# ---- design 1 ----
Fig. 1: design 1, cell outlines without signal wires
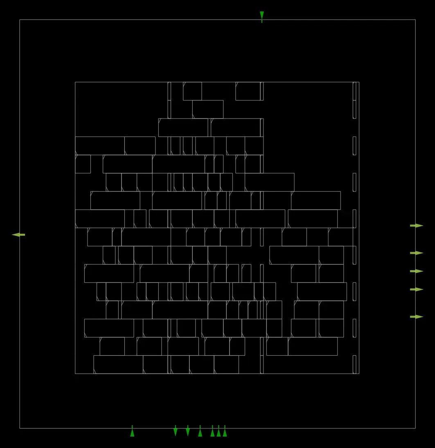
Fig. 2: design 1, wiring heat map
Drawn at 6 px/µm. 12 x 12 tiles, from dark blue (low) to red (high), scaled to the fullest tile. Values are wire area over tile area, all layers added.
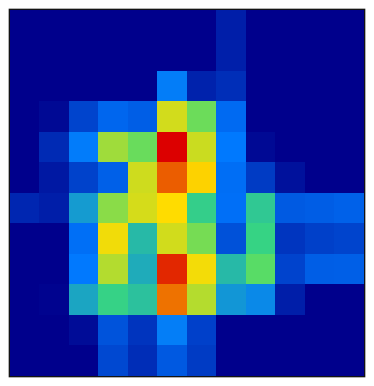
Fig. 3: design 1, nets reached from selected ports
Drawn at 8 px/µm.
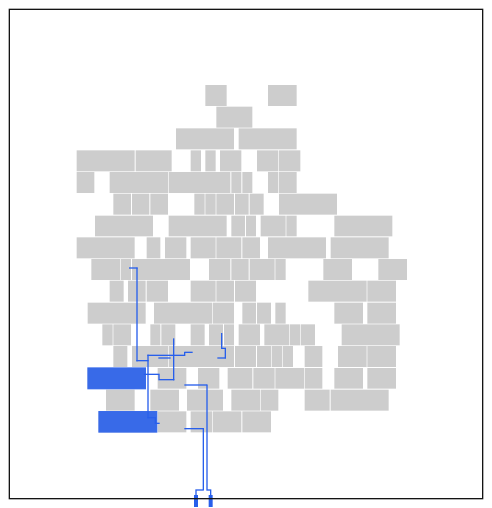
==> config.mk <==
export PLATFORM = sky130hd
export DESIGN_NAME = rr_grant_sequencer
export DESIGN_NICKNAME = d
export VERILOG_FILES = /design/src/rtl/rr_grant_sequencer.sv
export SDC_FILE = /design/constraint.sdc
export NUM_CORES = 1
export LEC_CHECK = 0
export CAP_MARGIN = 15
export CORE_AREA = 8 8 51 53
export CTS_BUF_LIST = sky130_fd_sc_hd__clkbuf_4 sky130_fd_sc_hd__clkbuf_8 sky130_fd_sc_hd__clkbuf_16
export CTS_CLUSTER_SIZE = 10
export DETAILED_ROUTE_END_ITERATION = 8
export DIE_AREA = 0 0 59 61
export PLACE_DENSITY = 0.82
export SYNTH_ARGS = -nofsm -noshare
export SYNTH_HDL_FRONTEND = slang
export SYNTH_SLANG_ARGS = --single-unit
==> constraint.sdc <==
create_clock -name clk -period 2.4 [get_ports clk]
set_clock_uncertainty 0.2 [all_clocks]
set_input_delay 0.48 -clock clk [delete_from_list [all_inputs] [get_ports clk]]
set_output_delay 0.48 -clock clk [all_outputs]
set_load 0.05 [all_outputs]
==> src/rtl/rr_grant_sequencer.sv <==
// Round-robin grant sequencer: one registered one-hot grant, held while requested,
// pre-empted after MAX_HOLD cycles, always followed by one idle bubble cycle.
module rr_grant_sequencer #(
   parameter int unsigned NUM_REQ  = 4,
   parameter int unsigned MAX_HOLD = 8,
   parameter int unsigned ID_W     = $clog2(NUM_REQ)
) (
   input  logic               clk,
   input  logic               rst,
   input  logic [NUM_REQ-1:0] req,
   output logic [NUM_REQ-1:0] gnt,
   output logic [ID_W-1:0]    gnt_id,
   output logic               busy,
   output logic               preempt
);

   typedef enum logic [0:0] {StIdle, StGrant} state_e;

   state_e             state;
   logic [ID_W-1:0]    ptr;
   logic [7:0]         hold_cnt;

   logic               win_found;
   logic [ID_W-1:0]    win_id;
   logic [NUM_REQ-1:0] win_oh;
   int unsigned        idx;

   // Circular search starting at ptr; first set request wins.
   always_comb begin
      win_found = 1'b0;
      win_id    = '0;
      win_oh    = '0;
      idx       = 0;
      for (int k = 0; k < NUM_REQ; k++) begin
         idx = int'(ptr) + k;
         if (idx >= NUM_REQ) idx = idx - NUM_REQ;
         if (!win_found && req[idx[ID_W-1:0]]) begin
            win_found = 1'b1;
            win_id    = idx[ID_W-1:0];
         end
      end
      if (win_found) win_oh[win_id] = 1'b1;
   end

   always_ff @(posedge clk) begin
      if (rst) begin
         state    <= StIdle;
         gnt      <= '0;
         gnt_id   <= '0;
         busy     <= 1'b0;
         preempt  <= 1'b0;
         ptr      <= '0;
         hold_cnt <= '0;
      end else begin
         preempt <= 1'b0;
         unique case (state)
            StIdle: begin
               if (win_found) begin
                  gnt      <= win_oh;
                  gnt_id   <= win_id;
                  busy     <= 1'b1;
                  hold_cnt <= 8'd1;
                  state    <= StGrant;
               end
            end
            StGrant: begin
               if (req[gnt_id] && (hold_cnt < 8'(MAX_HOLD))) begin
                  hold_cnt <= hold_cnt + 8'd1;
               end else begin
                  // Release or hold-limit expiry; either way one bubble cycle follows.
                  gnt      <= '0;
                  busy     <= 1'b0;
                  preempt  <= req[gnt_id];
                  hold_cnt <= '0;
                  state    <= StIdle;
                  ptr      <= (gnt_id == ID_W'(NUM_REQ - 1)) ? '0 : gnt_id + ID_W'(1);
               end
            end
            default: state <= StIdle;
         endcase
      end
   end

   

   
   
   
   
   
   
   
   
   
   

   for (genvar i = 0; i < NUM_REQ; i++) begin : g_req_props
      logic [15:0] wait_cnt;

      // Cycles requester i has been asking without holding the grant.
      always_ff @(posedge clk) begin
         if (rst || !req[i] || gnt[i]) wait_cnt <= '0;
         else                          wait_cnt <= wait_cnt + 16'd1;
      end

      
      
      
      
   end

endmodule
==> flow_summary.toml <==
# generated from flow reports
[run_status]
outcome = "finished clean"

[final_layout]
syn_to_final_growth_pct = 26.30
nets = 120
logic_area_um2 = 461.7
comb_cells = 65
diodes = 0
layout_top_cell = "dfxtp_1"
finalInstanceArea_um2 = 1094
num-nonclk-buffers = 19
drive_gt1_frac = 0.1441
final-nonclk-buf-share = 0.1602

[synthesis]
syn_area_per_cell_um2 = 9.620
synth_cells = 90
syn_area_um2 = 865.8
yosysChipArea_um2 = 865.8
synthArstFlopShare = 0
synth-compound-area-share = 0.2182
synth_top_cell_by_count = "dfxtp_1"
synth-warning-count = 0
yosysTopAreaCell = "dfxtp_1"
yosysCellCount = 90
ys_ff = 19
common_cells = "dfxtp_1, nor2_1, a21oi_1"
logic_family = "simple AND/OR/NAND/NOR gates"
synth_nets = 98
synth-edff-count = 0
adder_share = 0.02890

[sta]
rsz0062_at_grt = "no"
tightest_slew_ns = 0.5059
drv_slew = 0
hold_violations = 0
fin_setup_tns_ns = 0
fin_crit_sh = 0.9407
max_freq_ghz = 0.4429
setup_ws_ns = 0.1423

[floorplan]
die_area_um2 = 3599
fp.dieH_um = 61

[clock_network]
clk_latency_ns = 0.31
cts_max_path_buffers = 2
clock-root-buffer = "clkbuf_4"
cts_resized = 0
cts_buffers = 3
cts.hold.buffers_added = 0
postCtsSetupRepairBufs = 0

[critical_path]
path_depth = 1
cp.required_ns = 1.72
crit_start = "gnt_id[0]"
cp.arrival_ns = 1.58
critPathLaunchType = "register"
reg2reg_to = "ptr[1]"
cp_slowest_stage_delay_ns = 0.84
rr_worst_depth = 4
cp_max_fo = 5

[placement]
dp_cells = 134
gp_congestion = 0.8323
place_area_um2 = 1066
pre_cts_ws_ns = 0.009101
dp_hpwl_um = 1422

[route]
antenna_left = 0
drc = 0
first_pass_iters = 4

[global_route]
grt_pass1_vias = 747
grt_start_max_net_pins = 12
antenna_found_initial = 0
grt_pass1_wl_um = 3174

[run]
cap_violations = 0
warning_count = 26

[pwr]
powerDensity_nw_per_um2 = 600.5
finalPower_uw = 656.6

[hold_path]
min-delay-path-class = "reg2reg"
About Fig. 1:
Core ar.: 1842 µm²
Layout Utilization: 0.5938
fillers: 178
FP Rows: 16
Cell Count, Final, Fillers Out: 138

About Fig. 2:
emptiest ninth of the die: upper right
fullest tile: 0.44
nearly empty tiles: 47%
tiles over half the peak: 15%
WL final: 1828 µm
Via Count: 763
GR Util All Layers: 0.1156
Avg WL per Cell: 13.25 µm

About Fig. 3:
| port | color | bits | direction | end cells | buffers | wire |
|---|---|---|---|---|---|---|
| gnt_id | blue | 2 | output | 2 | 2 | 73.4 µm |
Ports: 14
IO Port Bufs: 13

## flip-flops by register name, summed over array words and instances (netlist names)
signal and count:
state 1, ptr 2, preempt 1, busy 1
hold_cnt 8, gnt_id 2, gnt 4
## power by group
part / leakage (nW) / switching [mW] / internal, mW
registers: 0.155 / 0.0127 / 0.331
logic: 0.233 / 0.0846 / 0.0586
clock network: 0.0177 / 0.108 / 0.0624
total: 0.405 / 0.205 / 0.452
## metal layers
layer	vias up	part of all wire	global-route usage
met5	-	0	0
met4	0	0.034	0.1024
met3	5	0.031	0.01271
met2	13	0.47	0.1885
met1	365	0.46	0.1313
li1	380	-	-

# ---- design 2 ----
Fig. 4: design 2, cell outlines without signal wires
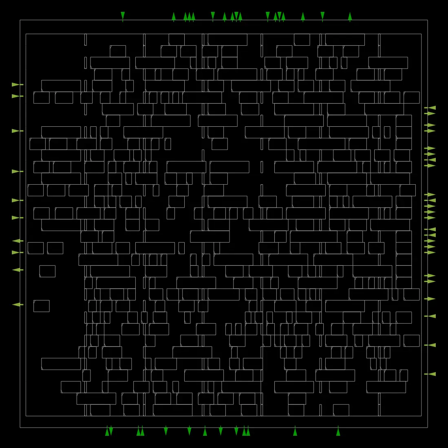
Fig. 5: design 2, nets reached from selected ports
Drawn at 4 px/µm.
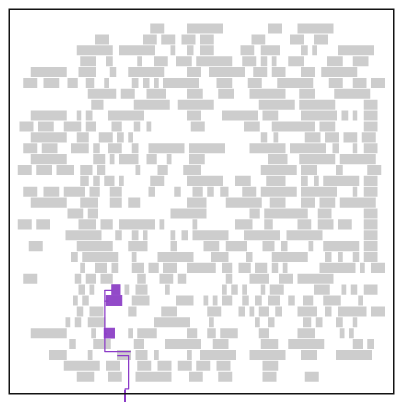
Fig. 6: design 2, where the registers sit
Drawn at 6 px/µm.
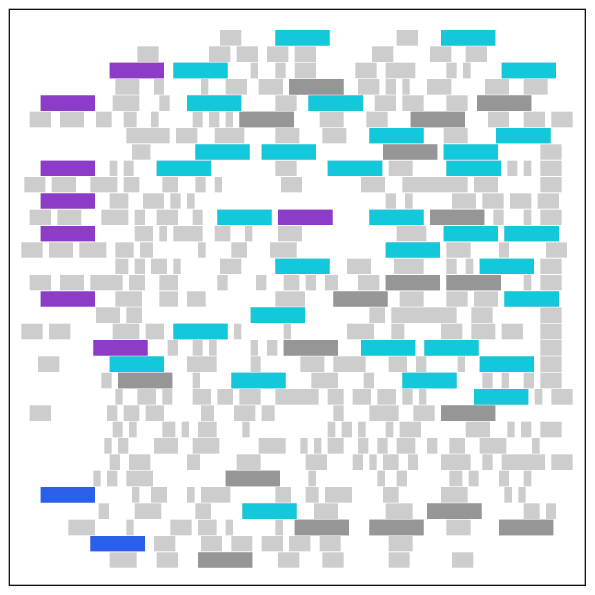
### config.mk
export PLATFORM = sky130hd
export DESIGN_NAME = cory_yuv444to422_flat
export DESIGN_NICKNAME = d
export VERILOG_FILES = /design/src/rtl/cory_yuv444to422_if.sv /design/src/rtl/cory_yuv444to422.sv /design/src/flat_wrapper.sv
export SDC_FILE = /design/constraint.sdc
export NUM_CORES = 1
export LEC_CHECK = 0
export CELL_PAD_IN_SITES_DETAIL_PLACEMENT = 1
export CELL_PAD_IN_SITES_GLOBAL_PLACEMENT = 2
export CORE_UTILIZATION = 36
export DETAILED_ROUTE_END_ITERATION = 8
export PLACE_DENSITY = 0.85
export SLEW_MARGIN = 15
export SYNTH_ARGS = -nofsm -noshare
export SYNTH_HDL_FRONTEND = slang
export SYNTH_SLANG_ARGS = --single-unit
### constraint.sdc
create_clock -name clk -period 3.5 [get_ports clk]
set_clock_uncertainty 0.2 [all_clocks]
set_input_delay 0.525 -clock clk [delete_from_list [all_inputs] [get_ports clk]]
set_output_delay 0.525 -clock clk [all_outputs]
set_load 0.005 [all_outputs]
### src/rtl/cory_yuv444to422_if.sv
// Valid/ready stream bundle with a line-last sideband.
// The master drives v/d/l, the slave drives r.
interface cory_yuv444to422_if #(
  parameter int DW = 24
);
  logic          v;
  logic [DW-1:0] d;
  logic          l;
  logic          r;

  modport master (output v, output d, output l, input r);
  modport slave  (input v, input d, input l, output r);
endinterface

### src/rtl/cory_yuv444to422.sv
// YUV 4:4:4 to 4:2:2 packer.
// Consumes {Y,U,V} pixels and emits {Y0,U,Y1,V} pairs. Chroma is either the
// rounded average of the pair or the first pixel's chroma. A line that ends
// on an even pixel is closed with a padded pair that repeats that pixel's luma.
module cory_yuv444to422 #(
  parameter bit AVG = 1'b1
) (
  input  logic                 clk,
  input  logic                 reset_n,
  cory_yuv444to422_if.slave    a,
  cory_yuv444to422_if.master   z
);

  localparam logic [1:0] ST_EMPTY = 2'd0;
  localparam logic [1:0] ST_HALF  = 2'd1;
  localparam logic [1:0] ST_PAD   = 2'd2;

  logic [1:0]  state_q, state_d;
  logic [7:0]  hy_q, hy_d;
  logic [7:0]  hu_q, hu_d;
  logic [7:0]  hv_q, hv_d;
  logic        zv_q, zv_d;
  logic [31:0] zd_q, zd_d;
  logic        zl_q, zl_d;

  logic        out_free_s;
  logic        a_r_s;
  logic        in_xfer_s;

  // Rounded 9-bit average, or pass-through of the first pixel's chroma.
  function automatic logic [7:0] chroma(input logic [7:0] x, input logic [7:0] y);
    logic [8:0] sum;
    sum = {1'b0, x} + {1'b0, y} + 9'd1;
    if (AVG) begin
      chroma = sum[8:1];
    end else begin
      chroma = x;
    end
  endfunction

  // Input readiness depends only on state and output-slot availability.
  always_comb begin
    out_free_s = !zv_q || z.r;
    case (state_q)
      ST_EMPTY: a_r_s = 1'b1;
      ST_HALF:  a_r_s = out_free_s;
      ST_PAD:   a_r_s = 1'b0;
      default:  a_r_s = 1'b0;
    endcase
    in_xfer_s = a.v && a_r_s;
  end

  assign a.r = a_r_s;
  assign z.v = zv_q;
  assign z.d = zd_q;
  assign z.l = zl_q;

  // Next-state, hold-register and output-register computation.
  always_comb begin
    state_d = state_q;
    hy_d    = hy_q;
    hu_d    = hu_q;
    hv_d    = hv_q;
    zd_d    = zd_q;
    zl_d    = zl_q;
    // A sent pair empties the output slot unless a new pair overwrites it below.
    if (zv_q && z.r) begin
      zv_d = 1'b0;
    end else begin
      zv_d = zv_q;
    end
    case (state_q)
      ST_EMPTY: begin
        if (in_xfer_s) begin
          hy_d    = a.d[23:16];
          hu_d    = a.d[15:8];
          hv_d    = a.d[7:0];
          state_d = a.l ? ST_PAD : ST_HALF;
        end else begin
          state_d = ST_EMPTY;
        end
      end
      ST_HALF: begin
        if (in_xfer_s) begin
          zd_d    = {hy_q, chroma(hu_q, a.d[15:8]), a.d[23:16], chroma(hv_q, a.d[7:0])};
          zl_d    = a.l;
          zv_d    = 1'b1;
          state_d = ST_EMPTY;
        end else begin
          state_d = ST_HALF;
        end
      end
      ST_PAD: begin
        // Padded pair repeats the held luma and keeps its chroma unaveraged.
        if (out_free_s) begin
          zd_d    = {hy_q, hu_q, hy_q, hv_q};
          zl_d    = 1'b1;
          zv_d    = 1'b1;
          state_d = ST_EMPTY;
        end else begin
          state_d = ST_PAD;
        end
      end
      default: begin
        state_d = ST_EMPTY;
      end
    endcase
  end

  // State, hold and output registers; reset drops any half-built pair.
  always_ff @(posedge clk or negedge reset_n) begin
    if (!reset_n) begin
      state_q <= ST_EMPTY;
      hy_q    <= 8'h00;
      hu_q    <= 8'h00;
      hv_q    <= 8'h00;
      zv_q    <= 1'b0;
      zd_q    <= 32'h0000_0000;
      zl_q    <= 1'b0;
    end else begin
      state_q <= state_d;
      hy_q    <= hy_d;
      hu_q    <= hu_d;
      hv_q    <= hv_d;
      zv_q    <= zv_d;
      zd_q    <= zd_d;
      zl_q    <= zl_d;
    end
  end

endmodule

### src/flat_wrapper.sv
// flat-port wrapper written by rule: the top's interface ports become plain ports
module cory_yuv444to422_flat 
#(
  parameter bit AVG = 1'b1
)
  (clk, reset_n, a_v, a_d, a_l, a_r, z_v, z_d, z_l, z_r);
  cory_yuv444to422_if #(.DW(24)) a_i ();
  cory_yuv444to422_if #(.DW(32)) z_i ();
  input  logic clk;
  input  logic reset_n;
  input wire logic [$bits(a_i.v)-1:0] a_v;
  input wire logic [$bits(a_i.d)-1:0] a_d;
  input wire logic [$bits(a_i.l)-1:0] a_l;
  output wire logic [$bits(a_i.r)-1:0] a_r;
  output wire logic [$bits(z_i.v)-1:0] z_v;
  output wire logic [$bits(z_i.d)-1:0] z_d;
  output wire logic [$bits(z_i.l)-1:0] z_l;
  input wire logic [$bits(z_i.r)-1:0] z_r;
  assign a_i.v = a_v;
  assign a_i.d = a_d;
  assign a_i.l = a_l;
  assign a_r = a_i.r;
  assign z_v = z_i.v;
  assign z_d = z_i.d;
  assign z_l = z_i.l;
  assign z_i.r = z_r;
  cory_yuv444to422 #(.AVG(AVG)) u_core (.clk(clk), .reset_n(reset_n), .a(a_i), .z(z_i));
endmodule
==> flow_summary.toml <==
# generated from flow reports
[run_status]
outcome = "finished clean"

[final_layout]
clock_buffers = 9
fill_cells = 921
nets = 401
diodes = 0
syn_to_final_growth_pct = 30.25
final-nonclk-buf-share = 0.1621

[critical_path]
cp_slowest_cell = "clkdlybuf4s50_1"
rr_startpoint = "u_core.hv_q[0]"
cpLargestDelayFamily = "buffers and inverters"
cp_cell_sequence = "clkdlybuf4s50_1 -> nand2b_1 -> a21o_1 -> clkdlybuf4s50_1"
cp.required_ns = 2.77
worst-path-buf-inv = 2
rr_worst_depth = 7
critPathKind = "in2out"

[pwr]
switching_share = 0.3363
internal-power_mw = 2.182
peakVddDrop_v = 0.0002396
pg_clk_uw = 717
power_frac_seq = 0.352
power.group.top = "combinational logic"
p_clk_frac = 0.218
p_comb_frac = 0.430
powerDensity_nw_per_um2 = 797.7
power_leakage_nw = 1.771

[synthesis]
synth_top_cell_by_count = "dfrtp_1"
ys_ff = 60
yosysChipArea_um2 = 3164
ys_seq_share = 0.4745
syn_area_per_cell_um2 = 11.10
yosysCellCount = 285
synth_xor_xnor_area_share = 0.01938
synth-warning-count = 0
simple_gate_area_frac = 0.1012
synth_cells = 285

[global_route]
grt_use_met3 = 0.02923
grt_pass1_wl_um = 11990
antenna_found_initial = 0
grt_pass1_vias = 2446
met1_usage = 0.2269
global_route.peak_usage_layer = "met2"
grt_use_met2 = 0.2786

[clock_network]
cts_tree = "done"
clk_pin_slew_worst_paths_ns = 0.07
cts_buffers = 9
clk_latency_ns = 0.35
clock-root-buffer = "clkbuf_8"

[sta]
post-route-min-period_ns = 2.654
tightest_slew_ns = 0.7905
max_freq_ghz = 0.3768
setup_ws_ns = 0.8457
drv_slew = 0

[route]
dr_wl_met3_um = 243
drtIter0Drc = 40
wl_met2_um = 3383
first_pass_iters = 4
drc = 0

[floorplan]
die_area_um2 = 9169
fp.dieH_um = 95.76
num_rows = 33
dieWidth_um = 95.76

[placement]
place_area_um2 = 3899
dp_cells = 446

[hold_path]
min-delay-path-class = "in2async"

[run]
cap_violations = 0
## Picture notes: Fig. 4
TAP cells: 105
Layout Utilization: 0.4941
Cell Count, Final, Fillers Out: 462
Core ar.: 8341 µm²
sequential cell area share: 0.3643

## Picture notes: Fig. 5
| port | color | bits | direction | end cells | buffers | wire |
|---|---|---|---|---|---|---|
| z_r | purple | 1 | input | 3 | 1 | 37.6 µm |
Ports: 64
IO Port Bufs: 63

## Picture notes: Fig. 6
| netlist name | color | sequential cells |
|---|---|---|
| u_core.hv_q | purple | 8 |
| u_core.state_q | blue | 2 |
| u_core.z.d | cyan | 32 |
not colored: 18
P_seq: 1.16 mW
Reg area: 1501 µm²

cells in the final DEF (no fill, tap or decap), drive strengths merged, types with 2 or more instances in the layout:
cell type,netlist,final
clkdlybuf4s50,0,62
dfrtp,60,60
mux2,31,31
nand2,30,30
o21ai,25,25
a21oi,20,20
ha,18,18
mux2i,14,14
nor2,13,13
clkbuf,1,9
inv,8,9
buf,10,5
a21o,4,4
o211ai,4,4
xor2,4,4
nand2b,4,4
nor3,4,4
o31ai,3,3
xnor2,3,3
nand4,3,3
clkinv,0,3
o21a,2,2
o22ai,2,2
fa,2,2
bufinv,0,2
nor2b,2,2
a221oi,2,2

# ---- design 3 ----
Fig. 7: design 3, nets reached from selected ports
Drawn at 4 px/µm.
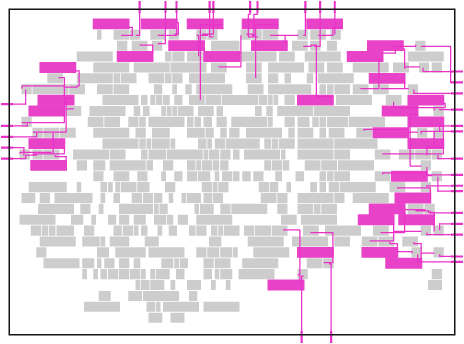
Fig. 8: design 3, where the registers sit
Drawn at 4 px/µm.
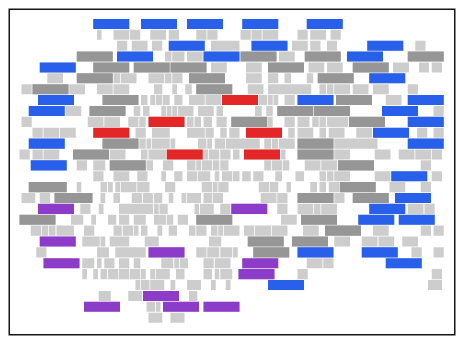
Fig. 9: design 3, wiring by layer
Drawn at 3 px/µm. Two of the layers only.
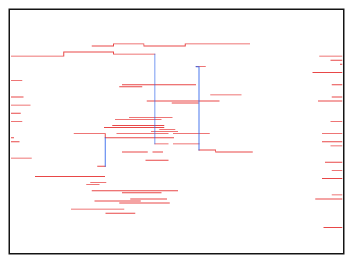
[config.mk]
export PLATFORM = sky130hd
export DESIGN_NAME = uart_rx32
export DESIGN_NICKNAME = d
export VERILOG_FILES = /design/src/rtl/uart_rx32.sv
export SDC_FILE = /design/constraint.sdc
export NUM_CORES = 1
export LEC_CHECK = 0
export CAP_MARGIN = 5
export CORE_AREA = 2 2 109 79
export CTS_BUF_LIST = sky130_fd_sc_hd__clkbuf_4
export CTS_CLUSTER_SIZE = 24
export DETAILED_ROUTE_END_ITERATION = 7
export DIE_AREA = 0 0 111 81
export HOLD_SLACK_MARGIN = 0.06
export PLACE_DENSITY = 0.78
export SLEW_MARGIN = 20
export SYNTH_ARGS = -nofsm -noshare
export SYNTH_HDL_FRONTEND = slang
export SYNTH_SLANG_ARGS = --single-unit
[constraint.sdc]
create_clock -name PCLK -period 2.65 [get_ports PCLK]
set_input_delay 0.3975 -clock PCLK [delete_from_list [all_inputs] [get_ports PCLK]]
set_output_delay 0.3975 -clock PCLK [all_outputs]
set_load 0.1 [all_outputs]
[src/rtl/uart_rx32.sv]
// 32-bit-word UART receiver: start bit, 32 data bits LSB first, stop bit.
// Define UART_RX32_PARITY_EN to add an even-parity bit before the stop bit.
//
// state     | meaning
// ----------+-----------------------------------------------------------
// IDLE      | line idle, waiting for rx_s to fall
// START     | half a bit in, re-check start bit to reject glitches
// DATA      | sample 32 data bits at mid-bit
// PARITY    | sample even-parity bit (UART_RX32_PARITY_EN only)
// STOP      | sample stop bit, issue result pulse
// WAIT_HIGH | after a framing error, wait for the line to go high
module uart_rx32 #(
    parameter int CLKS_PER_BIT = 1042
) (
    input  logic        PCLK,
    input  logic        PRESET,
    input  logic        rx,
    output logic [31:0] rx_data,
    output logic        rx_done,
    output logic        rx_busy,
    output logic        frame_err,
    output logic        parity_err
);

    localparam int CW   = (CLKS_PER_BIT > 1) ? $clog2(CLKS_PER_BIT) : 1;
    localparam int HALF = CLKS_PER_BIT / 2;

    localparam logic [CW-1:0] FULL_TC = CW'(CLKS_PER_BIT - 1);
    localparam logic [CW-1:0] HALF_TC = CW'(HALF - 1);

    localparam logic [2:0] ST_IDLE      = 3'd0;
    localparam logic [2:0] ST_START     = 3'd1;
    localparam logic [2:0] ST_DATA      = 3'd2;
    localparam logic [2:0] ST_STOP      = 3'd3;
    localparam logic [2:0] ST_WAIT_HIGH = 3'd4;
`ifdef UART_RX32_PARITY_EN
    localparam logic [2:0] ST_PARITY    = 3'd5;
`endif

    logic          rx_meta;
    logic          rx_s;
    logic [2:0]    state;
    logic [CW-1:0] clk_cnt;
    logic [5:0]    bit_cnt;
    logic [31:0]   shreg;
`ifdef UART_RX32_PARITY_EN
    logic          par_bit;
    logic          par_err_q;
`endif

    always_ff @(posedge PCLK or posedge PRESET) begin
        if (PRESET) begin
            rx_meta <= 1'b1;
            rx_s    <= 1'b1;
        end else begin
            rx_meta <= rx;
            rx_s    <= rx_meta;
        end
    end

    // clk_cnt is a down-counter; each state acts when it reaches terminal count 0.
    always_ff @(posedge PCLK or posedge PRESET) begin
        if (PRESET) begin
            state     <= ST_IDLE;
            clk_cnt   <= '0;
            bit_cnt   <= '0;
            shreg     <= '0;
            rx_data   <= '0;
            rx_done   <= 1'b0;
            frame_err <= 1'b0;
`ifdef UART_RX32_PARITY_EN
            par_bit   <= 1'b0;
            par_err_q <= 1'b0;
`endif
        end else begin
            rx_done   <= 1'b0;
            frame_err <= 1'b0;
`ifdef UART_RX32_PARITY_EN
            par_err_q <= 1'b0;
`endif
            case (state)
                ST_IDLE: begin
                    if (!rx_s) begin
                        clk_cnt <= HALF_TC;
                        state   <= ST_START;
                    end
                end
                ST_START: begin
                    if (clk_cnt != '0) begin
                        clk_cnt <= clk_cnt - CW'(1);
                    end else if (rx_s) begin
                        state <= ST_IDLE;
                    end else begin
                        clk_cnt <= FULL_TC;
                        bit_cnt <= '0;
                        state   <= ST_DATA;
                    end
                end
                ST_DATA: begin
                    if (clk_cnt != '0) begin
                        clk_cnt <= clk_cnt - CW'(1);
                    end else begin
                        clk_cnt               <= FULL_TC;
                        shreg[bit_cnt[4:0]]   <= rx_s;
                        if (bit_cnt == 6'd31) begin
`ifdef UART_RX32_PARITY_EN
                            state <= ST_PARITY;
`else
                            state <= ST_STOP;
`endif
                        end else begin
                            bit_cnt <= bit_cnt + 6'd1;
                        end
                    end
                end
`ifdef UART_RX32_PARITY_EN
                ST_PARITY: begin
                    if (clk_cnt != '0) begin
                        clk_cnt <= clk_cnt - CW'(1);
                    end else begin
                        par_bit <= rx_s;
                        clk_cnt <= FULL_TC;
                        state   <= ST_STOP;
                    end
                end
`endif
                ST_STOP: begin
                    if (clk_cnt != '0) begin
                        clk_cnt <= clk_cnt - CW'(1);
                    end else if (!rx_s) begin
                        // A low stop bit outranks any parity result.
                        frame_err <= 1'b1;
                        state     <= ST_WAIT_HIGH;
`ifdef UART_RX32_PARITY_EN
                    end else if ((^shreg) != par_bit) begin
                        par_err_q <= 1'b1;
                        state     <= ST_IDLE;
`endif
                    end else begin
                        rx_data <= shreg;
                        rx_done <= 1'b1;
                        state   <= ST_IDLE;
                    end
                end
                ST_WAIT_HIGH: begin
                    if (rx_s) state <= ST_IDLE;
                end
                default: state <= ST_IDLE;
            endcase
        end
    end

    assign rx_busy = (state != ST_IDLE) && (state != ST_WAIT_HIGH);

`ifdef UART_RX32_PARITY_EN
    assign parity_err = par_err_q;
`else
    assign parity_err = 1'b0;
`endif

endmodule

==> flow_summary.toml <==
# generated from flow reports
[synthesis]
synthTopCellsByArea = "dfrtp_1, mux2_2, mux2_1, nand3_1, nor3_1"
synth_nets = 366
mux_share = 0.1770
synth-warning-count = 0
simple_gate_area_frac = 0.1533
yosysChipArea_um2 = 4213
syn_area_um2 = 4213
yosysTopAreaCell = "dfrtp_1"
synth-edff-count = 0

[hold_path]
holdPathEnd = "rx_meta"
min-delay-path-class = "in2reg"
hp-start = "rx"
hold_depth = 1

[global_route]
grt_pass1_wl_um = 14500
grt_pass1_vias = 2790
grt_use_met3 = 0.05522

[route]
first_pass_iters = 4

[pwr]
peakVddDrop_v = 0.0002722
power_leakage_nw = 2.279
p_comb_frac = 0.024
powerDensity_nw_per_um2 = 478.5
switching_share = 0.2373
internal-power_mw = 1.753
finalPower_mw = 2.299

[final_layout]
final-clk-cell-share = 0.03516
comb_area_frac = 0.3828
layout.cells.non_filler = 506
final-nonclk-buf-share = 0.08333
diodes = 0

[sta]
drv_slew = 0
post-route-min-period_ns = 2.487
fin_skew_ns = 0.02529

[placement]
dp_cells = 490
dp_hpwl_um = 6225

[floorplan]
fp-utilization = 0.5206

[critical_path]
cp.required_ns = 2.99
critPathLaunchType = "register"
ff2ff_setup_slack_ns = 0.16
cp_slowest_cell = "dfrtp_1"

[run_status]
outcome = "finished clean"
About Fig. 7:
| port | color | bits | direction | end cells | buffers | wire |
|---|---|---|---|---|---|---|
| rx_data | magenta | 32 | output | 32 | 32 | 705 µm |
Ports: 39
IO Port Bufs: 37

About Fig. 8:
| netlist name | color | sequential cells |
|---|---|---|
| bit_cnt | red | 6 |
| rx_data | blue | 32 |
| clk_cnt | purple | 11 |
sequential cell area share: 0.4589
Reg area: 2205 µm²
P_seq: 1.35 mW

About Fig. 9:
| layer | color | wire length |
|---|---|---|
| M4 | blue | 68.2 µm |
| M3 | red | 641 µm |
WL final: 8809 µm
GR Util All Layers: 0.2062
Via Count: 2976
Avg WL per Cell: 17.41 µm

power by group through the flow:
stage	Clock (mW)	Sequential [mW]	Combinational [mW]
2_1_floorplan	0	1.37	0.0387
3_3_place_gp	0	1.38	0.0556
3_5_place_dp	0	1.38	0.0574
4_1_cts	0.912	1.35	0.0576
5_1_grt	0.973	1.35	0.0631
6_report	0.893	1.35	0.0551

# ---- design 4 ----
`src/rtl/dc_tag_pkg.sv`:
```
// Shared types and constants for the data-cache tag miss controller:
// tag-entry layout, MESI encodings, RRIP constants and controller states.
package dc_tag_pkg;

    localparam int DC_WAYS    = 8;
    localparam int DC_ENTRY_W = 24;

    localparam logic [2:0] MESI_I = 3'd0;
    localparam logic [2:0] MESI_S = 3'd1;
    localparam logic [2:0] MESI_E = 3'd2;
    localparam logic [2:0] MESI_M = 3'd3;

    localparam logic [1:0] RRIP_INSERT  = 2'd2;
    localparam logic [1:0] RRIP_DISTANT = 2'd3;

    localparam logic [2:0] SC_CMD_REQ_S = 3'd1;
    localparam logic [2:0] SC_CMD_REQ_M = 3'd2;

    typedef struct packed {
        logic [2:0]  state;
        logic [1:0]  rrip;
        logic        rsvd;
        logic [17:0] tag;
    } entry_t;

    typedef enum logic [2:0] {
        ST_IDLE,
        ST_SCAN,
        ST_DRAIN,
        ST_PICK,
        ST_AGE,
        ST_FILL,
        ST_ACK
    } state_t;

    function automatic entry_t age_entry(input entry_t e);
        entry_t r;
        r = e;
        if (e.rrip != RRIP_DISTANT) r.rrip = e.rrip + 2'd1;
        return r;
    endfunction

endpackage

```
`src/rtl/dc_victim_pick.sv`:
```
// Combinational victim choice over one set: lowest invalid way first,
// then lowest way at distant RRIP; found=0 means the set must be aged.
module dc_victim_pick
    import dc_tag_pkg::*;
(
    input  logic [DC_WAYS*DC_ENTRY_W-1:0] entries,
    output logic                          found,
    output logic [2:0]                    way
);

    entry_t     e;
    logic       inv_found;
    logic       dist_found;
    logic [2:0] inv_way;
    logic [2:0] dist_way;

    always_comb begin
        e          = '0;
        inv_found  = 1'b0;
        dist_found = 1'b0;
        inv_way    = 3'd0;
        dist_way   = 3'd0;
        // Walk downward so the last match written is the lowest way.
        for (int i = DC_WAYS - 1; i >= 0; i--) begin
            e = entry_t'(entries[i*DC_ENTRY_W +: DC_ENTRY_W]);
            if (e.state == MESI_I) begin
                inv_found = 1'b1;
                inv_way   = 3'(i);
            end
            if (e.rrip == RRIP_DISTANT) begin
                dist_found = 1'b1;
                dist_way   = 3'(i);
            end
        end
        found = inv_found | dist_found;
        way   = inv_found ? inv_way : dist_way;
    end

endmodule

```
`src/rtl/dc_tag_miss_ctrl.sv`:
```
// Tag-bank miss controller: scans a set, picks/ages an RRIP victim, fills it.
// Optional tag-hit promotion is enabled by defining DC_HIT_PROMOTE_EN.
module dc_tag_miss_ctrl
    import dc_tag_pkg::*;
#(
    parameter int WAYS     = 8,
    parameter int SET_BITS = 5,
    parameter int TAG_BITS = 18,
    parameter int ENTRY_W  = 24
) (
    input  logic                clk,
    input  logic                reset,
    input  logic                req_valid,
    output logic                req_retry,
    input  logic [SET_BITS-1:0] req_set,
    input  logic [TAG_BITS-1:0] req_tag,
    input  logic                req_store,
    output logic                tb_rd_en,
    output logic [SET_BITS-1:0] tb_rd_set,
    output logic [2:0]          tb_rd_way,
    input  logic [ENTRY_W-1:0]  tb_rd_data,
    output logic                tb_wr_en,
    output logic [SET_BITS-1:0] tb_wr_set,
    output logic [2:0]          tb_wr_way,
    output logic [ENTRY_W-1:0]  tb_wr_data,
    output logic                ack_valid,
    input  logic                ack_retry,
    output logic [2:0]          ack_way,
    output logic                ack_hit,
    output logic                ack_wb,
    output logic [2:0]          ack_cmd
);

    state_t                state, state_nxt;
    logic [2:0]            idx, idx_nxt;
    entry_t [WAYS-1:0]     ent_buf;
    logic [SET_BITS-1:0]   req_set_q;
    logic [TAG_BITS-1:0]   req_tag_q;
    logic                  req_store_q;
    logic [2:0]            way_q;
    logic                  hit_q;
    logic                  wb_q;
    logic                  pick_found;
    logic [2:0]            pick_way;
    logic                  hit;
    logic [2:0]            hit_way;
    entry_t                fill_entry;

    dc_victim_pick u_pick (
        .entries (ent_buf),
        .found   (pick_found),
        .way     (pick_way)
    );

`ifdef DC_HIT_PROMOTE_EN
    always_comb begin
        hit     = 1'b0;
        hit_way = 3'd0;
        for (int i = WAYS - 1; i >= 0; i--) begin
            if (ent_buf[i].state != MESI_I && ent_buf[i].tag == req_tag_q) begin
                hit     = 1'b1;
                hit_way = 3'(i);
            end
        end
    end
    assign ack_hit = (state == ST_ACK) ? hit_q : 1'b0;
`else
    assign hit     = 1'b0;
    assign hit_way = 3'd0;
    assign ack_hit = 1'b0;
`endif

    always_ff @(posedge clk or negedge reset) begin
        if (!reset) begin
            state       <= ST_IDLE;
            idx         <= 3'd0;
            ent_buf     <= '0;
            req_set_q   <= '0;
            req_tag_q   <= '0;
            req_store_q <= 1'b0;
            way_q       <= 3'd0;
            hit_q       <= 1'b0;
            wb_q        <= 1'b0;
        end else begin
            state <= state_nxt;
            idx   <= idx_nxt;
            case (state)
                ST_IDLE: begin
                    if (req_valid) begin
                        req_set_q   <= req_set;
                        req_tag_q   <= req_tag;
                        req_store_q <= req_store;
                    end
                end
                // Read data trails its strobe by one cycle.
                ST_SCAN:  if (idx != 3'd0) ent_buf[idx - 3'd1] <= entry_t'(tb_rd_data);
                ST_DRAIN: ent_buf[WAYS-1] <= entry_t'(tb_rd_data);
                ST_PICK: begin
                    way_q <= hit ? hit_way : pick_way;
                    hit_q <= hit;
                    wb_q  <= !hit && (ent_buf[pick_way].state == MESI_M);
                end
                ST_AGE:  ent_buf[idx] <= age_entry(ent_buf[idx]);
                default: ;
            endcase
        end
    end

    always_comb begin
        state_nxt  = state;
        idx_nxt    = idx;
        tb_rd_en   = 1'b0;
        tb_rd_set  = '0;
        tb_rd_way  = 3'd0;
        tb_wr_en   = 1'b0;
        tb_wr_set  = '0;
        tb_wr_way  = 3'd0;
        tb_wr_data = '0;
        fill_entry = ent_buf[way_q];
        if (hit_q) begin
            fill_entry.rrip = 2'd0;
        end else begin
            fill_entry.state = req_store_q ? MESI_M : MESI_S;
            fill_entry.rrip  = RRIP_INSERT;
            fill_entry.rsvd  = 1'b0;
            fill_entry.tag   = 18'(req_tag_q);
        end
        case (state)
            ST_IDLE: begin
                if (req_valid) begin
                    state_nxt = ST_SCAN;
                    idx_nxt   = 3'd0;
                end
            end
            ST_SCAN: begin
                tb_rd_en  = 1'b1;
                tb_rd_set = req_set_q;
                tb_rd_way = idx;
                idx_nxt   = idx + 3'd1;
                if (idx == 3'd7) state_nxt = ST_DRAIN;
            end
            ST_DRAIN: state_nxt = ST_PICK;
            ST_PICK: begin
                idx_nxt   = 3'd0;
                state_nxt = (hit || pick_found) ? ST_FILL : ST_AGE;
            end
            ST_AGE: begin
                tb_wr_en   = 1'b1;
                tb_wr_set  = req_set_q;
                tb_wr_way  = idx;
                tb_wr_data = ENTRY_W'(age_entry(ent_buf[idx]));
                idx_nxt    = idx + 3'd1;
                if (idx == 3'd7) state_nxt = ST_PICK;
            end
            ST_FILL: begin
                tb_wr_en   = 1'b1;
                tb_wr_set  = req_set_q;
                tb_wr_way  = way_q;
                tb_wr_data = ENTRY_W'(fill_entry);
                state_nxt  = ST_ACK;
            end
            ST_ACK:  if (!ack_retry) state_nxt = ST_IDLE;
            default: state_nxt = ST_IDLE;
        endcase
    end

    assign req_retry = (state != ST_IDLE);
    assign ack_valid = (state == ST_ACK);
    assign ack_way   = ack_valid ? way_q : 3'd0;
    assign ack_wb    = ack_valid ? wb_q : 1'b0;
    assign ack_cmd   = (!ack_valid || hit_q) ? 3'd0 :
                       (req_store_q ? SC_CMD_REQ_M : SC_CMD_REQ_S);

endmodule

```
`config.mk`:
```
export PLATFORM = sky130hd
export DESIGN_NAME = dc_tag_miss_ctrl
export DESIGN_NICKNAME = d
export VERILOG_FILES = /design/src/rtl/dc_tag_pkg.sv /design/src/rtl/dc_victim_pick.sv /design/src/rtl/dc_tag_miss_ctrl.sv
export SDC_FILE = /design/constraint.sdc
export NUM_CORES = 1
export LEC_CHECK = 0
export ABC_CLOCK_PERIOD_IN_PS = 7430
export CAP_MARGIN = 10
export CORE_MARGIN = 2
export CORE_UTILIZATION = 25
export CTS_CLUSTER_DIAMETER = 60
export CTS_CLUSTER_SIZE = 10
export DETAILED_ROUTE_END_ITERATION = 6
export HOLD_SLACK_MARGIN = 0.1
export SLEW_MARGIN = 20
export SYNTH_ARGS = -nofsm -noshare
export SYNTH_HDL_FRONTEND = slang
export SYNTH_SLANG_ARGS = --single-unit
```
`constraint.sdc`:
```
create_clock -name clk -period 7.43 [get_ports clk]
set_clock_uncertainty 0.2 [all_clocks]
set_input_delay 1.8575 -clock clk [delete_from_list [all_inputs] [get_ports clk]]
set_output_delay 1.8575 -clock clk [all_outputs]
set_load 0.005 [all_outputs]
```
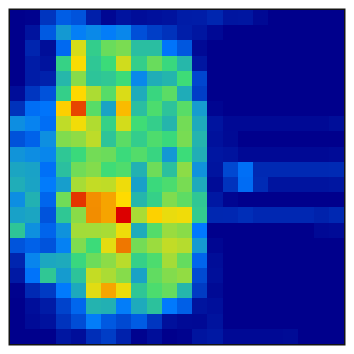
Fig. 10. Wiring heat map (design 4).
Drawn at 1.5 px/µm. 22 x 22 tiles, from dark blue (low) to red (high), scaled to the fullest tile. Values are wire area over tile area, all layers added.
fullest tile: 0.70
mean over tiles: 0.16
densest ninth of the die: middle left
Avg WL per Cell: 24.85 µm
Via Count: 11135
GR Util All Layers: 0.1852

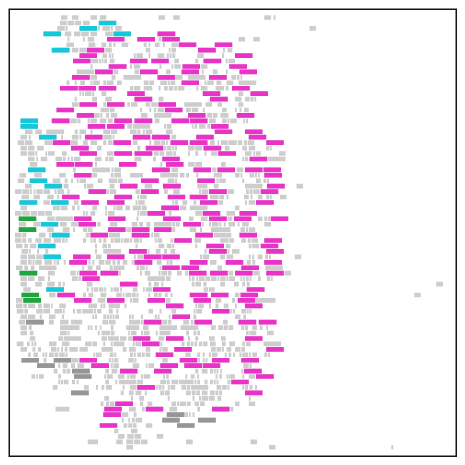
Fig. 11. Where the registers sit (design 4).
Drawn at 2 px/µm.
| netlist name | color | sequential cells |
|---|---|---|
| req_tag_q | cyan | 18 |
| ent_buf | magenta | 192 |
| req_set_q | green | 5 |
not colored: 11
sequential cell area share: 0.3966
P_seq: 2.22 mW
Layout Utilization: 0.3006
Reg area: 5655 µm²

## flip-flops by register name, summed over array words and instances (netlist names)
register	count
ent_buf	192
req_tag_q	18
req_set_q	5
idx	3
state	3
way_q	3
req_store_q	1
wb_q	1
## per-layer routing
| metal | track usage | vias to the layer above |
|---|---|---|
| met1 | 0.2447 | 5561 |
| li1 | - | 4728 |
| met4 | 0.08833 | 4 |
| met5 | 0 | - |
| met2 | 0.2900 | 693 |
| met3 | 0.03769 | 149 |
==> flow_summary.toml <==
# generated from flow reports
[final_layout]
logic_area_um2 = 5816
fill_cells = 4985
final-nonclk-buf-share = 0.09125
finalInstanceArea_um2 = 14260
num-nonclk-inverters = 10

[sta]
timing.hold.ws_ns = 0.2901
tightest_slew_ns = 1.176
drv_slew = 0

[synthesis]
synth_top_cell_by_count = "dfrtp_1"
yosysChipArea_um2 = 11960
syn_area_um2 = 11960
adder_share = 0.004185
synth_cell_type_count = 68
mux_share = 0.04112

[placement]
gp_congestion = 0.8829
dp_hpwl_um = 28660

[pwr]
p_sw_mw = 2.999
pg_clk_mw = 1.13
finalPower_mw = 6.537

[critical_path]
reg2reg_to = "ent_buf[35]"
cp_slowest_cell = "dfrtp_1"
setup.worst_path.end = "tb_wr_data[6]"
cpLargestDelayFamily = "simple AND/OR/NAND/NOR gates"
rr_worst_depth = 9
cp_slowest_stage_delay_ns = 1.02
critPathLaunchType = "register"

[route]
vias_per_cell = 5.904
dr_wl_met3_um = 4468
wl_met1_um = 19300
antenna_left = 0
wl_met2_um = 21060

[clock_network]
clock-root-buffer = "clkbuf_16"
cts_buffers = 26
clkSinkCount = 226

[floorplan]
fp.dieH_um = 222.7
fp-utilization = 0.2521
taps = 615

[hold_path]
hp-start = "ent_buf[54]"

[run_status]
outcome = "finished clean"

# ---- design 5 ----
Fig. 12: design 5, wiring heat map
Drawn at 4 px/µm. 19 x 19 tiles, from dark blue (low) to red (high), scaled to the fullest tile. Values are wire area over tile area, all layers added.
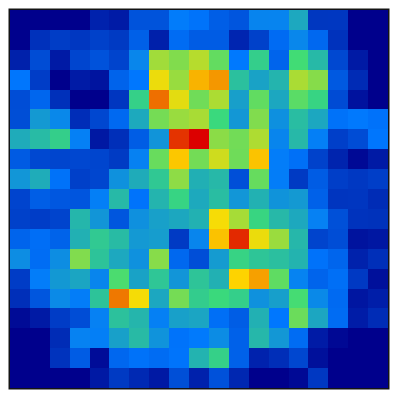
<file path="src/rtl/ram_bus_master.sv">
// ram_bus_master: sequences single-port RAM cycles for READ/WRITE/FILL/SUM commands and returns one response each.
//   sys_clk/aclr          : clock, asynchronous active-high reset
//   cmd_valid/cmd_ready   : command handshake; cmd_op 00 READ, 01 WRITE, 10 FILL, 11 SUM
//   cmd_addr/len/data     : start address, word count minus 1, write/fill value
//   rsp_valid/rsp_data    : one-cycle response pulse and its data (held until next response)
//   busy                  : inverse of cmd_ready
//   ram_addr/wren/data/q  : lpm_ram port
module ram_bus_master #(
  parameter int ADDR_W = 8,
  parameter int DATA_W = 8,
  parameter int RD_LAT = 1
) (
  input  logic                sys_clk,
  input  logic                aclr,
  input  logic                cmd_valid,
  output logic                cmd_ready,
  input  logic [1:0]          cmd_op,
  input  logic [ADDR_W-1:0]   cmd_addr,
  input  logic [ADDR_W-1:0]   cmd_len,
  input  logic [DATA_W-1:0]   cmd_data,
  output logic                rsp_valid,
  output logic [2*DATA_W-1:0] rsp_data,
  output logic                busy,
  output logic [ADDR_W-1:0]   ram_addr,
  output logic                ram_wren,
  output logic [DATA_W-1:0]   ram_data,
  input  logic [DATA_W-1:0]   ram_q
);
  localparam int WW = RD_LAT > 1 ? $clog2(RD_LAT) : 1;
  typedef enum logic [2:0] {IDLE, WR, RD_ADDR, RD_WAIT, RESP} state_t;
  state_t              r_state;
  logic [ADDR_W-1:0]   r_rem;
  logic [2*DATA_W-1:0] r_acc;
  logic [WW-1:0]       r_wait;
  logic                r_rsp_valid;
  logic [2*DATA_W-1:0] r_rsp_data;
  logic [ADDR_W-1:0]   r_ram_addr;
  logic                r_ram_wren;
  logic [DATA_W-1:0]   r_ram_data;
  logic [2*DATA_W-1:0] w_sum;
  logic                w_is_wr;
  // READ starts with acc=0, so acc+q is exactly the zero-extended word
  assign w_sum     = r_acc + {{DATA_W{1'b0}}, ram_q};
  assign w_is_wr   = ^cmd_op;
  assign cmd_ready = r_state == IDLE;
  assign busy      = !cmd_ready;
  assign rsp_valid = r_rsp_valid;
  assign rsp_data  = r_rsp_data;
  assign ram_addr  = r_ram_addr;
  assign ram_wren  = r_ram_wren;
  assign ram_data  = r_ram_data;
  always_ff @(posedge sys_clk or posedge aclr) begin
    if (aclr) begin
      r_state     <= IDLE;
      r_rem       <= '0;
      r_acc       <= '0;
      r_wait      <= '0;
      r_rsp_valid <= 1'b0;
      r_rsp_data  <= '0;
      r_ram_addr  <= '0;
      r_ram_wren  <= 1'b0;
      r_ram_data  <= '0;
    end else begin
      r_rsp_valid <= 1'b0;
      case (r_state)
        IDLE: if (cmd_valid) begin
          r_ram_addr <= cmd_addr;
          r_rem      <= cmd_op[1] ? cmd_len : '0;
          r_acc      <= '0;
          if (w_is_wr) begin
            r_ram_data <= cmd_data;
            r_ram_wren <= 1'b1;
            r_state    <= WR;
          end else begin
            r_state    <= RD_ADDR;
          end
        end
        WR: if (r_rem == '0) begin
          r_ram_wren  <= 1'b0;
          r_rsp_valid <= 1'b1;
          r_rsp_data  <= '0;
          r_state     <= RESP;
        end else begin
          r_ram_addr <= r_ram_addr + ADDR_W'(1);
          r_rem      <= r_rem - ADDR_W'(1);
        end
        RD_ADDR: begin
          r_wait  <= WW'(RD_LAT - 1);
          r_state <= RD_WAIT;
        end
        RD_WAIT: if (r_wait != '0) begin
          r_wait <= r_wait - WW'(1);
        end else begin
          r_acc <= w_sum;
          if (r_rem != '0) begin
            r_ram_addr <= r_ram_addr + ADDR_W'(1);
            r_rem      <= r_rem - ADDR_W'(1);
            r_state    <= RD_ADDR;
          end else begin
            r_rsp_valid <= 1'b1;
            r_rsp_data  <= w_sum;
            r_state     <= RESP;
          end
        end
        RESP:    r_state <= IDLE;
        default: r_state <= IDLE;
      endcase
    end
  end
endmodule
</file>
<file path="config.mk">
export PLATFORM = sky130hd
export DESIGN_NAME = ram_bus_master
export DESIGN_NICKNAME = d
export VERILOG_FILES = /design/src/rtl/ram_bus_master.sv
export SDC_FILE = /design/constraint.sdc
export NUM_CORES = 1
export LEC_CHECK = 0
export CAP_MARGIN = 10
export CORE_UTILIZATION = 40
export DETAILED_ROUTE_END_ITERATION = 7
export PLACE_DENSITY = 0.65
export SLEW_MARGIN = 20
export SYNTH_ARGS = -nofsm -noshare
export SYNTH_HDL_FRONTEND = slang
export SYNTH_SLANG_ARGS = --single-unit
</file>
<file path="constraint.sdc">
create_clock -name sys_clk -period 3.8 [get_ports sys_clk]
set_clock_uncertainty 0.2 [all_clocks]
set_input_delay 0.76 -clock sys_clk [delete_from_list [all_inputs] [get_ports sys_clk]]
set_output_delay 0.76 -clock sys_clk [all_outputs]
set_load 0.01 [all_outputs]
</file>
==> flow_summary.toml <==
# generated from flow reports
[placement]
portBuffers = 72
gp_congestion = 0.7905

[run]
cap_violations = 0

[clock_network]
cts_resized = 0
cts.hold.buffers_added = 0
cts_tree = "done"
clock-root-buffer = "clkbuf_8"
clkSinkCount = 61

[floorplan]
num_rows = 33
dieWidth_um = 94.51
die_area_um2 = 8932

[synthesis]
synth-compound-area-share = 0.2240
logic_family = "AND-OR/OR-AND gates"
adder_share = 0.04240
ys_ff = 61
syn_area_per_cell_um2 = 9.483
flop_cell = "dfrtp_1"
simple_gate_area_frac = 0.1871
synth_cell_type_count = 63
synth_cells = 361

[route]
drc = 0
wl_met2_um = 3586
antenna_left = 0
dr_wl_met3_um = 350

[critical_path]
cp_slowest_stage_delay_ns = 0.47
cp_max_fo = 5
cpLargestDelayFamily = "simple AND/OR/NAND/NOR gates"
critPathKind = "in2reg"
endpoint_kind = "register"
cp.arrival_ns = 3.09
setup.worst_path.end = "rsp_data[8]"
worst-path-buf-inv = 2

[pwr]
p_comb_frac = 0.494
peakVddDrop_v = 0.0003883
seq_power_mw = 1.19
powerDensity_nw_per_um2 = 815.2

[run_status]
outcome = "finished clean"

[global_route]
grt_pass1_wl_um = 13680
grt_use_met2 = 0.3025
grt_overflow = 0
antenna_found_initial = 0

[final_layout]
clock_buffers = 12
comb_area_frac = 0.3949
logic_area_um2 = 1758
drive_gt1_frac = 0.1193
final-nonclk-buf-share = 0.1669
fill_cells = 779
seq_share = 0.3429
layout_top_cells = "clkdlybuf4s50_1, dfrtp_1, nand2_1"
final-clk-cell-share = 0.05059
num-nonclk-inverters = 18

[sta]
setup_viol = 0
drv_slew = 0
relSlewSlack = 0.4853
About Fig. 12:
emptiest ninth of the die: upper left
nearly empty tiles: 10%
tiles over half the peak: 14%
mean over tiles: 0.14
fullest tile: 0.51
Via Count: 2905
Avg WL per Cell: 14.82 µm

-- cells by family (layout without fill, tap and decap cells) --
group,after synthesis,count (layout)
buffers and inverters,34,109
adders and majority gates,11,11
muxes,9,9
and+or+nand+nor,126,126
AOI/OAI and AO/OA,108,108
xor gates and xnor gates,12,12
DFF,61,61
-- metrics by stage --
step / util / instance area [µm²] / setup slack [ns]
finish: 0.5391 / 4452 / 0.7718
global placement: 0.5118 / 4227 / 0.4620
detailed placement: 0.5118 / 4227 / 0.4301
floorplan: - / 3423 / 1.049
global route: 0.5391 / 4452 / 0.6545
CTS: 0.5391 / 4452 / 0.7752


==> notes/layouts.md <==
Pictures saved along the way, in no particular order.

Wiring by layer.
shot_01.png
Drawn at 4 px/µm. Two of the layers only.
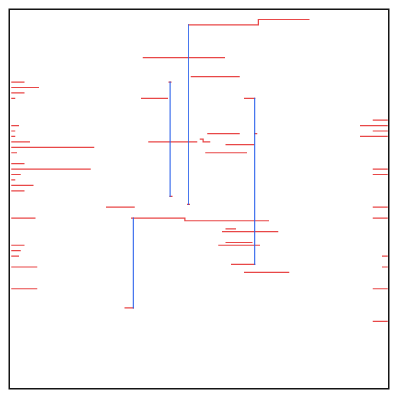
shot_02.png
Drawn at 1.5 px/µm. Two of the layers only.
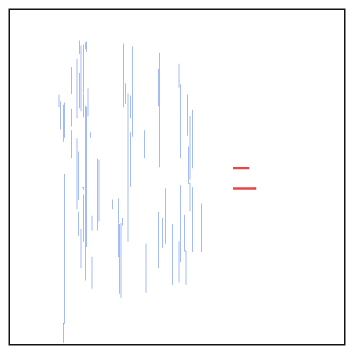
shot_03.png
Drawn at 6 px/µm. Two of the layers only.
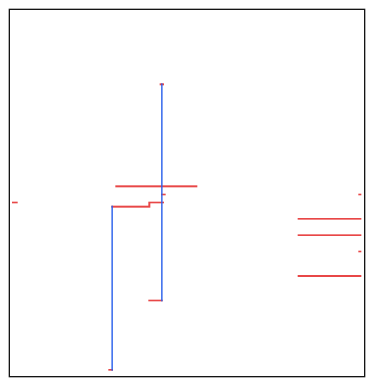
shot_04.png
Drawn at 4 px/µm. Two of the layers only.
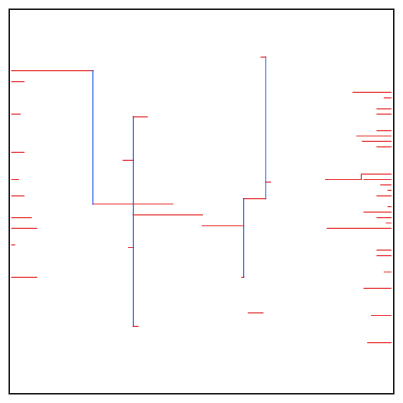
- least wire: shot_03.png
design 5 -> shot_01.png
design 4 -> shot_02.png
design 1 -> shot_03.png
design 2 -> shot_04.png

Key to shot_04.png:
| layer | color | wire length |
|---|---|---|
| M3 | red | 244 µm |
| M4 | blue | 141 µm |

Power is estimated from default activity; no workload was simulated.
